# block 1

Fig. 1: block 1, where the registers sit
Other sequential cells in the stronger gray, the rest of the logic in the fainter gray.
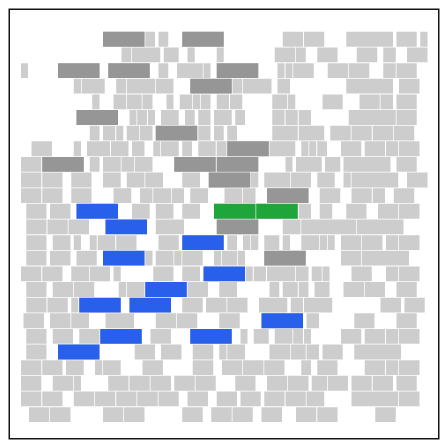

### config.mk
export PLATFORM = sky130hd
export DESIGN_NAME = task_answer_arbiter
export DESIGN_NICKNAME = d
export VERILOG_FILES = /design/src/rtl/task_pkg.sv /design/src/rtl/task_rr_picker.sv /design/src/rtl/task_answer_arbiter.sv
export SDC_FILE = /design/constraint.sdc
export NUM_CORES = 1
export LEC_CHECK = 0
export CORE_MARGIN = 1.5
export CORE_UTILIZATION = 42
export DETAILED_ROUTE_END_ITERATION = 16
export PLACE_DENSITY_LB_ADDON = 0.08
export SKIP_LAST_GASP = 1
export SLEW_MARGIN = 30
export SYNTH_ARGS = -nofsm -noshare
export SYNTH_HDL_FRONTEND = slang
export SYNTH_SLANG_ARGS = --single-unit
### constraint.sdc
create_clock -name i_clk -period 2.9 [get_ports i_clk]
set_input_delay 0.29 -clock i_clk [delete_from_list [all_inputs] [get_ports i_clk]]
set_output_delay 0.29 -clock i_clk [all_outputs]
set_load 0.02 [all_outputs]
### src/rtl/task_pkg.sv
// Shared types and constants for the task answer arbiter.
// Holds the arbiter state encoding and default widths.
package task_pkg;

  typedef enum logic [1:0] {
    ST_IDLE    = 2'd0,
    ST_GRANT   = 2'd1,
    ST_XFER    = 2'd2,
    ST_RELEASE = 2'd3
  } task_arb_state_e;

  localparam int TASK_ARB_MAX_TASKS  = 8;
  localparam int TASK_ARB_PKT_SIZE_W = 12;
  localparam int TASK_ARB_ID_W       = 3;

endpackage

### src/rtl/task_rr_picker.sv
// Combinational round-robin priority encoder.
// Searches upward from i_last+1, wrapping modulo N_TASKS.
module task_rr_picker
  import task_pkg::*;
#(
  parameter int N_TASKS = 4,
  parameter int IDX_W   = $clog2(N_TASKS)
) (
  input  logic [N_TASKS-1:0] i_req,
  input  logic [IDX_W-1:0]   i_last,
  output logic               o_valid,
  output logic [IDX_W-1:0]   o_index
);

  // Walk offsets high to low so the smallest offset wins.
  always_comb begin
    o_valid = 1'b0;
    o_index = '0;
    for (int i = N_TASKS; i >= 1; i--) begin
      if (i_req[IDX_W'((int'(i_last) + i) % N_TASKS)]) begin
        o_valid = 1'b1;
        o_index = IDX_W'((int'(i_last) + i) % N_TASKS);
      end
    end
  end

endmodule

### src/rtl/task_answer_arbiter.sv
// Round-robin arbiter sharing the task-manager answer channel.
// Define TASK_ARB_TIMEOUT_EN to build the XFER watchdog.
module task_answer_arbiter
  import task_pkg::*;
#(
  parameter int N_TASKS        = 4,
  parameter int PKT_SIZE_W     = TASK_ARB_PKT_SIZE_W,
  parameter int TIMEOUT_CYCLES = 4096
) (
  input  logic                          i_clk,
  input  logic                          i_rst,
  input  logic [N_TASKS-1:0]            i_tanswer_ready,
  input  logic [N_TASKS*8-1:0]          i_tdata,
  input  logic [N_TASKS-1:0]            i_tanswer_data_last,
  input  logic [N_TASKS*PKT_SIZE_W-1:0] i_packet_size_in_bytes,
  output logic [N_TASKS-1:0]            o_tmanager_ready,
  input  logic                          i_tmanager_ready,
  output logic                          o_tanswer_ready,
  output logic [7:0]                    o_tdata,
  output logic                          o_tanswer_data_last,
  output logic [PKT_SIZE_W-1:0]         o_packet_size_in_bytes,
  output logic [2:0]                    o_task_id,
  output logic                          o_busy,
  output logic                          o_len_err,
  output logic                          o_timeout
);

  localparam int IDX_W = $clog2(N_TASKS);

  if (N_TASKS < 2 || N_TASKS > TASK_ARB_MAX_TASKS
      || TIMEOUT_CYCLES < 2) begin : g_bad_cfg
    $error("task_answer_arbiter: bad parameters");
  end

  task_arb_state_e         r_state;
  task_arb_state_e         w_next;
  logic [IDX_W-1:0]        r_grant;
  logic [IDX_W-1:0]        r_last_grant;
  logic [IDX_W-1:0]        w_pick_idx;
  logic                    w_pick_valid;
  logic [PKT_SIZE_W-1:0]   r_size;
  logic [PKT_SIZE_W-1:0]   r_count;
  logic                    r_to;
  logic                    w_done;
  logic                    w_abort;
  logic                    w_wd_hit;
  logic [7:0]              w_tdata [N_TASKS];
  logic [PKT_SIZE_W-1:0]   w_size  [N_TASKS];

  for (genvar k = 0; k < N_TASKS; k++) begin : g_unpack
    assign w_tdata[k] = i_tdata[8*k +: 8];
    assign w_size[k]  = i_packet_size_in_bytes[PKT_SIZE_W*k +: PKT_SIZE_W];
  end

  task_rr_picker #(
    .N_TASKS (N_TASKS),
    .IDX_W   (IDX_W)
  ) u_picker (
    .i_req   (i_tanswer_ready),
    .i_last  (r_last_grant),
    .o_valid (w_pick_valid),
    .o_index (w_pick_idx)
  );

  assign w_done  = i_tanswer_data_last[r_grant] && i_tmanager_ready;
  assign w_abort = !i_tanswer_ready[r_grant];

`ifdef TASK_ARB_TIMEOUT_EN
  localparam int WD_W = $clog2(TIMEOUT_CYCLES);

  logic [WD_W-1:0] r_wdog;

  always_ff @(posedge i_clk) begin
    if (i_rst) begin
      r_wdog <= '0;
    end else if (r_state == ST_GRANT) begin
      r_wdog <= '0;
    end else if (r_state == ST_XFER) begin
      r_wdog <= r_wdog + 1'b1;
    end
  end

  assign w_wd_hit = (r_state == ST_XFER)
                 && (r_wdog == WD_W'(TIMEOUT_CYCLES - 1));
`else
  assign w_wd_hit = 1'b0;
`endif

  always_ff @(posedge i_clk) begin
    if (i_rst) begin
      r_state <= ST_IDLE;
    end else begin
      r_state <= w_next;
    end
  end

  always_comb begin
    w_next = r_state;
    unique case (r_state)
      ST_IDLE: begin
        if (w_pick_valid) w_next = ST_GRANT;
      end
      ST_GRANT: begin
        w_next = ST_XFER;
      end
      ST_XFER: begin
        if (w_done || w_abort || w_wd_hit) w_next = ST_RELEASE;
      end
      ST_RELEASE: begin
        w_next = ST_IDLE;
      end
      default: w_next = ST_IDLE;
    endcase
  end

  // Size is captured with the pick so it is visible during GRANT.
  always_ff @(posedge i_clk) begin
    if (i_rst) begin
      r_grant      <= '0;
      r_last_grant <= IDX_W'(N_TASKS - 1);
      r_size       <= '0;
      r_count      <= '0;
      r_to         <= 1'b0;
    end else begin
      unique case (r_state)
        ST_IDLE: begin
          if (w_pick_valid) begin
            r_grant <= w_pick_idx;
            r_size  <= w_size[w_pick_idx];
          end
        end
        ST_GRANT: begin
          r_count <= '0;
          r_to    <= 1'b0;
        end
        ST_XFER: begin
          if (i_tmanager_ready) r_count <= r_count + 1'b1;
          r_to <= w_wd_hit && !w_done && !w_abort;
        end
        ST_RELEASE: begin
          r_last_grant <= r_grant;
        end
        default: ;
      endcase
    end
  end

  always_comb begin
    o_busy                 = (r_state != ST_IDLE);
    o_tanswer_ready        = (r_state == ST_GRANT)
                          || (r_state == ST_XFER);
    o_task_id              = 3'(r_grant);
    o_packet_size_in_bytes = r_size;
    o_tdata                = 8'h00;
    o_tanswer_data_last    = 1'b0;
    o_tmanager_ready       = '0;
    o_len_err              = 1'b0;
    o_timeout              = 1'b0;
    if (r_state == ST_XFER) begin
      o_tdata             = w_tdata[r_grant];
      o_tanswer_data_last = i_tanswer_data_last[r_grant];
      for (int k = 0; k < N_TASKS; k++) begin
        o_tmanager_ready[k] = i_tmanager_ready
                           && (int'(r_grant) == k);
      end
    end
    if (r_state == ST_RELEASE) begin
      o_timeout = r_to;
      o_len_err = !r_to && (r_count != r_size);
    end
  end

endmodule

# block 2

File: src/rtl/instruction_fetcher.sv
// Fetch stage: assembles little-endian 32-bit instructions from a byte-wide memory
// and hands them to decode over a valid/ready handshake, honouring redirects and bus stalls.
module instruction_fetcher #(
  parameter int             LEN      = 32,
  parameter logic [LEN-1:0] RESET_PC = '0
) (
  input  logic           clk,
  input  logic           rst,
  input  logic           rdy_in,
  input  logic [7:0]     mem_din,
  output logic [LEN-1:0] mem_a,
  output logic           mem_rd,
  input  logic           mem_busy,
  input  logic           redirect_valid,
  input  logic [LEN-1:0] redirect_pc,
  output logic           inst_valid,
  input  logic           inst_ready,
  output logic [LEN-1:0] instruction,
  output logic [LEN-1:0] inst_pc
);

  localparam logic [0:0] FETCH = 1'b0;
  localparam logic [0:0] HOLD  = 1'b1;

  logic [0:0]     state_q, state_d;
  logic [LEN-1:0] pc_q, pc_d;
  logic [2:0]     issue_cnt_q, issue_cnt_d;
  logic [2:0]     recv_cnt_q, recv_cnt_d;
  logic           pending_q, pending_d;
  logic           inst_valid_q, inst_valid_d;
  logic [LEN-1:0] instruction_q, instruction_d;
  logic [LEN-1:0] inst_pc_q, inst_pc_d;

  assign mem_a = pc_q + LEN'(issue_cnt_q);
  assign mem_rd = !rst && rdy_in && !mem_busy && !redirect_valid &&
                  (state_q == FETCH) && (issue_cnt_q < 3'd4);

  assign inst_valid  = inst_valid_q;
  assign instruction = instruction_q;
  assign inst_pc     = inst_pc_q;

  // Redirect outranks everything, including an accept in the same cycle.
  always_comb begin
    state_d       = state_q;
    pc_d          = pc_q;
    issue_cnt_d   = issue_cnt_q;
    recv_cnt_d    = recv_cnt_q;
    pending_d     = pending_q;
    inst_valid_d  = inst_valid_q;
    instruction_d = instruction_q;
    inst_pc_d     = inst_pc_q;

    if (rdy_in) begin
      if (redirect_valid) begin
        pc_d         = {redirect_pc[LEN-1:2], 2'b00};
        issue_cnt_d  = 3'd0;
        recv_cnt_d   = 3'd0;
        pending_d    = 1'b0;
        inst_valid_d = 1'b0;
        state_d      = FETCH;
      end else begin
        pending_d = mem_rd;
        if (mem_rd) begin
          issue_cnt_d = issue_cnt_q + 3'd1;
        end
        if (pending_q) begin
          instruction_d[{recv_cnt_q[1:0], 3'b000} +: 8] = mem_din;
          recv_cnt_d = recv_cnt_q + 3'd1;
          if (recv_cnt_q == 3'd3) begin
            state_d      = HOLD;
            inst_valid_d = 1'b1;
            inst_pc_d    = pc_q;
          end
        end
        // No prefetch: the next instruction starts only after decode takes this one.
        if ((state_q == HOLD) && inst_valid_q && inst_ready) begin
          pc_d         = pc_q + LEN'(4);
          issue_cnt_d  = 3'd0;
          recv_cnt_d   = 3'd0;
          pending_d    = 1'b0;
          inst_valid_d = 1'b0;
          state_d      = FETCH;
        end
      end
    end
  end

  always_ff @(posedge clk or posedge rst) begin
    if (rst) begin
      state_q       <= FETCH;
      pc_q          <= RESET_PC;
      issue_cnt_q   <= 3'd0;
      recv_cnt_q    <= 3'd0;
      pending_q     <= 1'b0;
      inst_valid_q  <= 1'b0;
      instruction_q <= '0;
      inst_pc_q     <= '0;
    end else begin
      state_q       <= state_d;
      pc_q          <= pc_d;
      issue_cnt_q   <= issue_cnt_d;
      recv_cnt_q    <= recv_cnt_d;
      pending_q     <= pending_d;
      inst_valid_q  <= inst_valid_d;
      instruction_q <= instruction_d;
      inst_pc_q     <= inst_pc_d;
    end
  end

endmodule
File: config.mk
export PLATFORM = sky130hd
export DESIGN_NAME = instruction_fetcher
export DESIGN_NICKNAME = d
export VERILOG_FILES = /design/src/rtl/instruction_fetcher.sv
export SDC_FILE = /design/constraint.sdc
export NUM_CORES = 1
export LEC_CHECK = 0
export CAP_MARGIN = 20
export CORE_MARGIN = 3
export CORE_UTILIZATION = 49
export CTS_CLUSTER_SIZE = 12
export DETAILED_ROUTE_END_ITERATION = 7
export PLACE_DENSITY = 0.81
export SLEW_MARGIN = 20
export SYNTH_ARGS = -nofsm -noshare
export SYNTH_HDL_FRONTEND = slang
export SYNTH_SLANG_ARGS = --single-unit
File: constraint.sdc
create_clock -name clk -period 3.9 [get_ports clk]
set_clock_uncertainty 0.15 [all_clocks]
set_input_delay 0.39 -clock clk [delete_from_list [all_inputs] [get_ports clk]]
set_output_delay 0.39 -clock clk [all_outputs]
set_load 0.005 [all_outputs]

==> layout pictures side by side <==
Signal metal coverage by tile.
picture 1
The bar under the picture is 20 um long. 22 x 22 tiles, from dark purple (low) to yellow (high), scaled to the fullest tile. Values are wire area over tile area, all layers added.
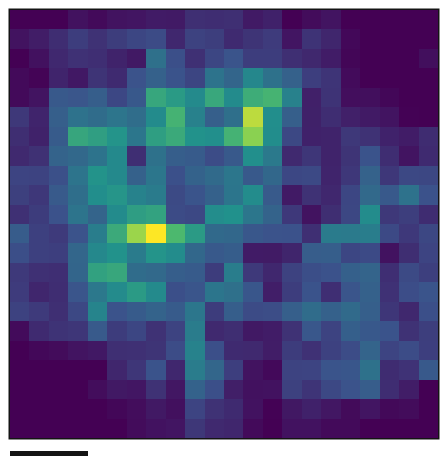
picture 2
The bar under the picture is 20 um long. 15 x 15 tiles, from dark purple (low) to yellow (high), scaled to the fullest tile. Values are wire area over tile area, all layers added.
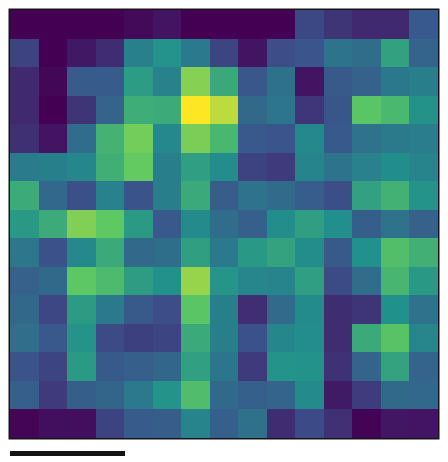
Of these, largest die: picture 1
| picture | from |
|---|---|
| picture 1 | block 2 |
| picture 2 | block 1 |

Key to picture 1:
tiles over half the peak: 6.2%
emptiest ninth of the die: top right
fullest tile: 1.0
nearly empty tiles: 12%

Fig. 2: block 1, routed clock nets over the placement
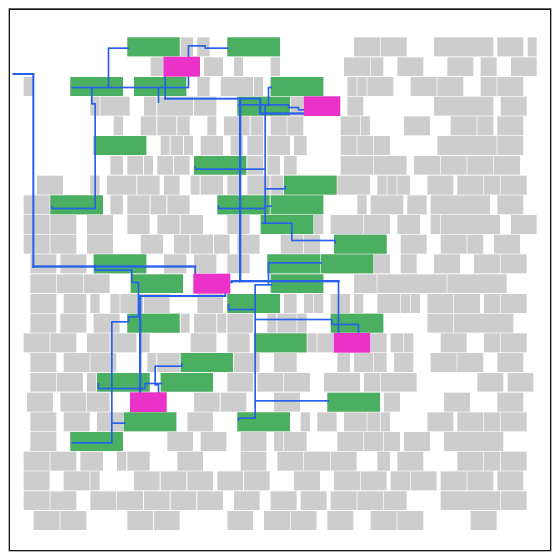
[flip-flops] green | count: 30
[clock wires] blue | length: 419 um
[cells driving clock nets] magenta | count: 5
routed clock nets: 6

Notes on Fig. 1 above:
[o_packet_size_in_bytes] blue | flops: 12
[r_last_grant] green | flops: 2
sequential cell area share: 17.4%
Final Core Density: 71.6%
sequential power: 0.670 mW
sequential cell area: 601 um^2

==> impl_metrics.toml, block 1 <==
# physical design summary
[sta]
min_period_ps = 2720
hold_viol = 0
max_freq_mhz = 368
rsz0062_at_grt = "false"
holdWs_ps = 521

[global_route]
gr-max-usage-layer = "met2"
antenna_found_initial = 0
grt_usage_pct = 22.6
met3_usage_pct = 7.72

[yosys]
synth_area_mm2 = 0.00214
yosysTopAreaCell = "dfxtp_1"
yosys-stat-cells = 234
async_flop_share_pct = 0
synth.area.mux_share_pct = 22.9
edf_count = 0
top_area_share_pct = 28.0
aoi_share_pct = 12.4
top_cells_by_area = "dfxtp_1 (28%), mux2i_1 (11%), mux4_2 (9.5%)"
yosysWarnings = 0

[clock_network]
cts_resized = 0
clkSinkCount = 30
postCtsHoldBufs = 0

[worst_setup_path]
crit_fanout = 17

[flow_run]
log.warning_count = 30
cap_violations = 0

[outcome]
status = "finished, final reports clean"

[floorplan]
initCoreUtil_pct = 44.5
num_rows = 25
chipHeight_um = 74.5
chipArea_mm2 = 0.00554
die_w_um = 74.5

[layout]
sh_comb_area_pct = 41.9
lay_top_count = "clkdlybuf4s50_1"
nClkBuffers = 6
lay_top_cells = "clkdlybuf4s50_1 (120), dfxtp_1 (30), mux2i_1 (24)"
final-nonclk-buf-share_pct = 35.5
inv_count = 4
antennaDiodeCount = 0

[route]
vias_per_cell = 5.30

[place]
place_congestion = 0.784
dp.cells = 409
[block 1: per-layer routing]
layer,up-vias,routed length [um]
li1,1093,-
met1,997,2310
met2,98,2910
met3,10,650
met4,0,115
met5,-,0
[block 1: critical path: stages (launching register included)]
cell and delay [ps]:
dfxtp_1 840, mux4_2 610, and2_1 170, clkdlybuf4s50_1 530
[block 1: report_power, final]
group	internal [mW]	switching [mW]	leakage, nW
Combinational	0.640	0.527	0.928
Sequential	0.510	0.160	0.245
Clock	0.182	0.148	0.0431
[block 1: cells in the mapped netlist, types with 2 or more instances]
cell      instances
mux2i_1          24
or3_1             2
nor2b_1           4
and3_1            2
buf_2             3
o21ai_0           4
nor3_1            9
nor2_1           16
nand4_1           8
nand3_1           4
clkbuf_1          7
o221ai_1         11
xor2_1            4
and2_1           10
or3b_2            2
buf_4             4
dfxtp_1          30
inv_1             4
ha_1              6
a21oi_1           8
a211o_1           2
mux2_2            2
o211ai_1          2
xnor2_1          12
a211oi_1          2
mux4_2            9
nand2b_1          3
nand2_1          21
[block 1: registers in the layout (all words and copies together) (netlist names)]
| signal | count |
|---|---|
| o_packet_size_in_bytes | 12 |
| r_count | 12 |
| r_grant | 2 |
| r_state | 2 |
| r_last_grant | 2 |
Fig. 3: block 2, cell outlines without signal wires
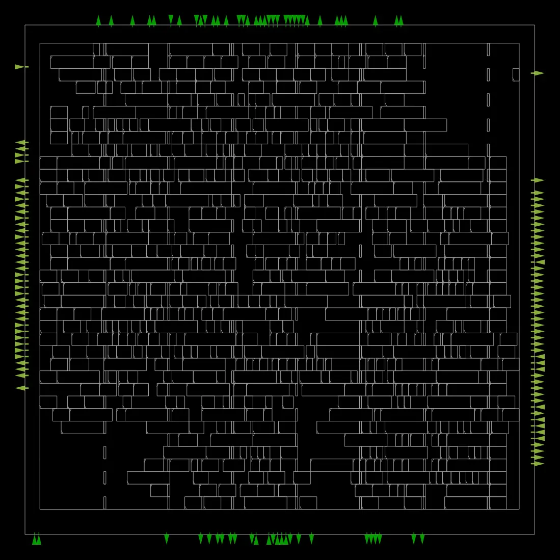
sequential cell area share: 35.8%
non-filler cells, final: 839
fill count: 827
Site Rows: 37
seq_cells: 100

Fig. 4: block 2, signal wires on met4
The bar under the picture is 20 um long. Supply wires on this layer in gray.
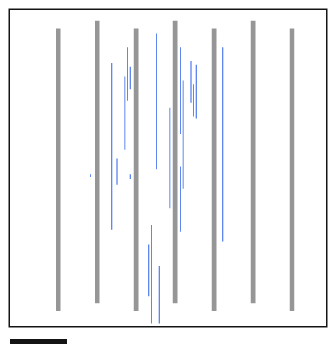
longest straight run: 67.3 um
main direction: vertical
via count: 5016
WL final: 15200 um

==> impl_metrics.toml, block 2 <==
# physical design summary
[outcome]
status = "finished, final reports clean"

[yosys]
ys_seq_share_pct = 47.2
synthCells = 582
edf_count = 0

[min_path]
hold_path.startpoint = "redirect_valid"
min_path_type = "primary input to register"
hold_end = "pending_q"

[route]
initialDrtViolationCount = 385

[pwr]
maxPowerGroup = "sequential cells"
comb_power_share_pct = 19.4

[sta]
hold_viol = 0
max_freq_mhz = 267
finalSetupViolations = 0

[layout]
finish.net_count = 753
nClkBuffers = 10
clock_cell_area_share_pct = 3.22

[clock_network]
htreeDepth = 3

[global_route]
met3_usage_pct = 4.31
## block 2: cells in the mapped netlist (4+ instances only)
master	instances
a311oi_1	7
ha_1	9
xnor2_1	16
or3_1	4
mux2_2	28
a22oi_1	5
a21oi_1	20
nor3_1	18
a31oi_1	5
o21ai_0	62
dfrtp_1	100
nand3_1	24
nand2_1	107
buf_4	4
buf_2	8
nor4_1	12
xor2_1	10
nor2_1	26
clkbuf_1	28
inv_1	13
buf_1	4
and3_1	11
nand4_1	8
## block 2: cell families after synthesis
kind of cell / Yosys count / synth area share [%]
simple gates: 227 / 20.2
compound gates: 130 / 15.1
flops: 100 / 47.2
buf+inv: 59 / 4.70
mux: 30 / 6.32
xor+xnor: 26 / 4.29
fa+ha+maj: 9 / 2.12
other cells: 1 / 0.0707
## block 2: metrics by stage
step / setup WS (ps) / cell area [um^2] / instances / total power [mW]
final: 150 / 6990 / 839 / 2.46
after global routing: 18.0 / 6990 / 839 / 2.58
after CTS: 178 / 6990 / 839 / 2.47
after detailed placement: 633 / 6760 / 823 / 1.73
after global placement: 631 / 6760 / 823 / 1.71
after floorplan: 741 / 5310 / 583 / 1.47

Power and IR drop assume default switching activity.
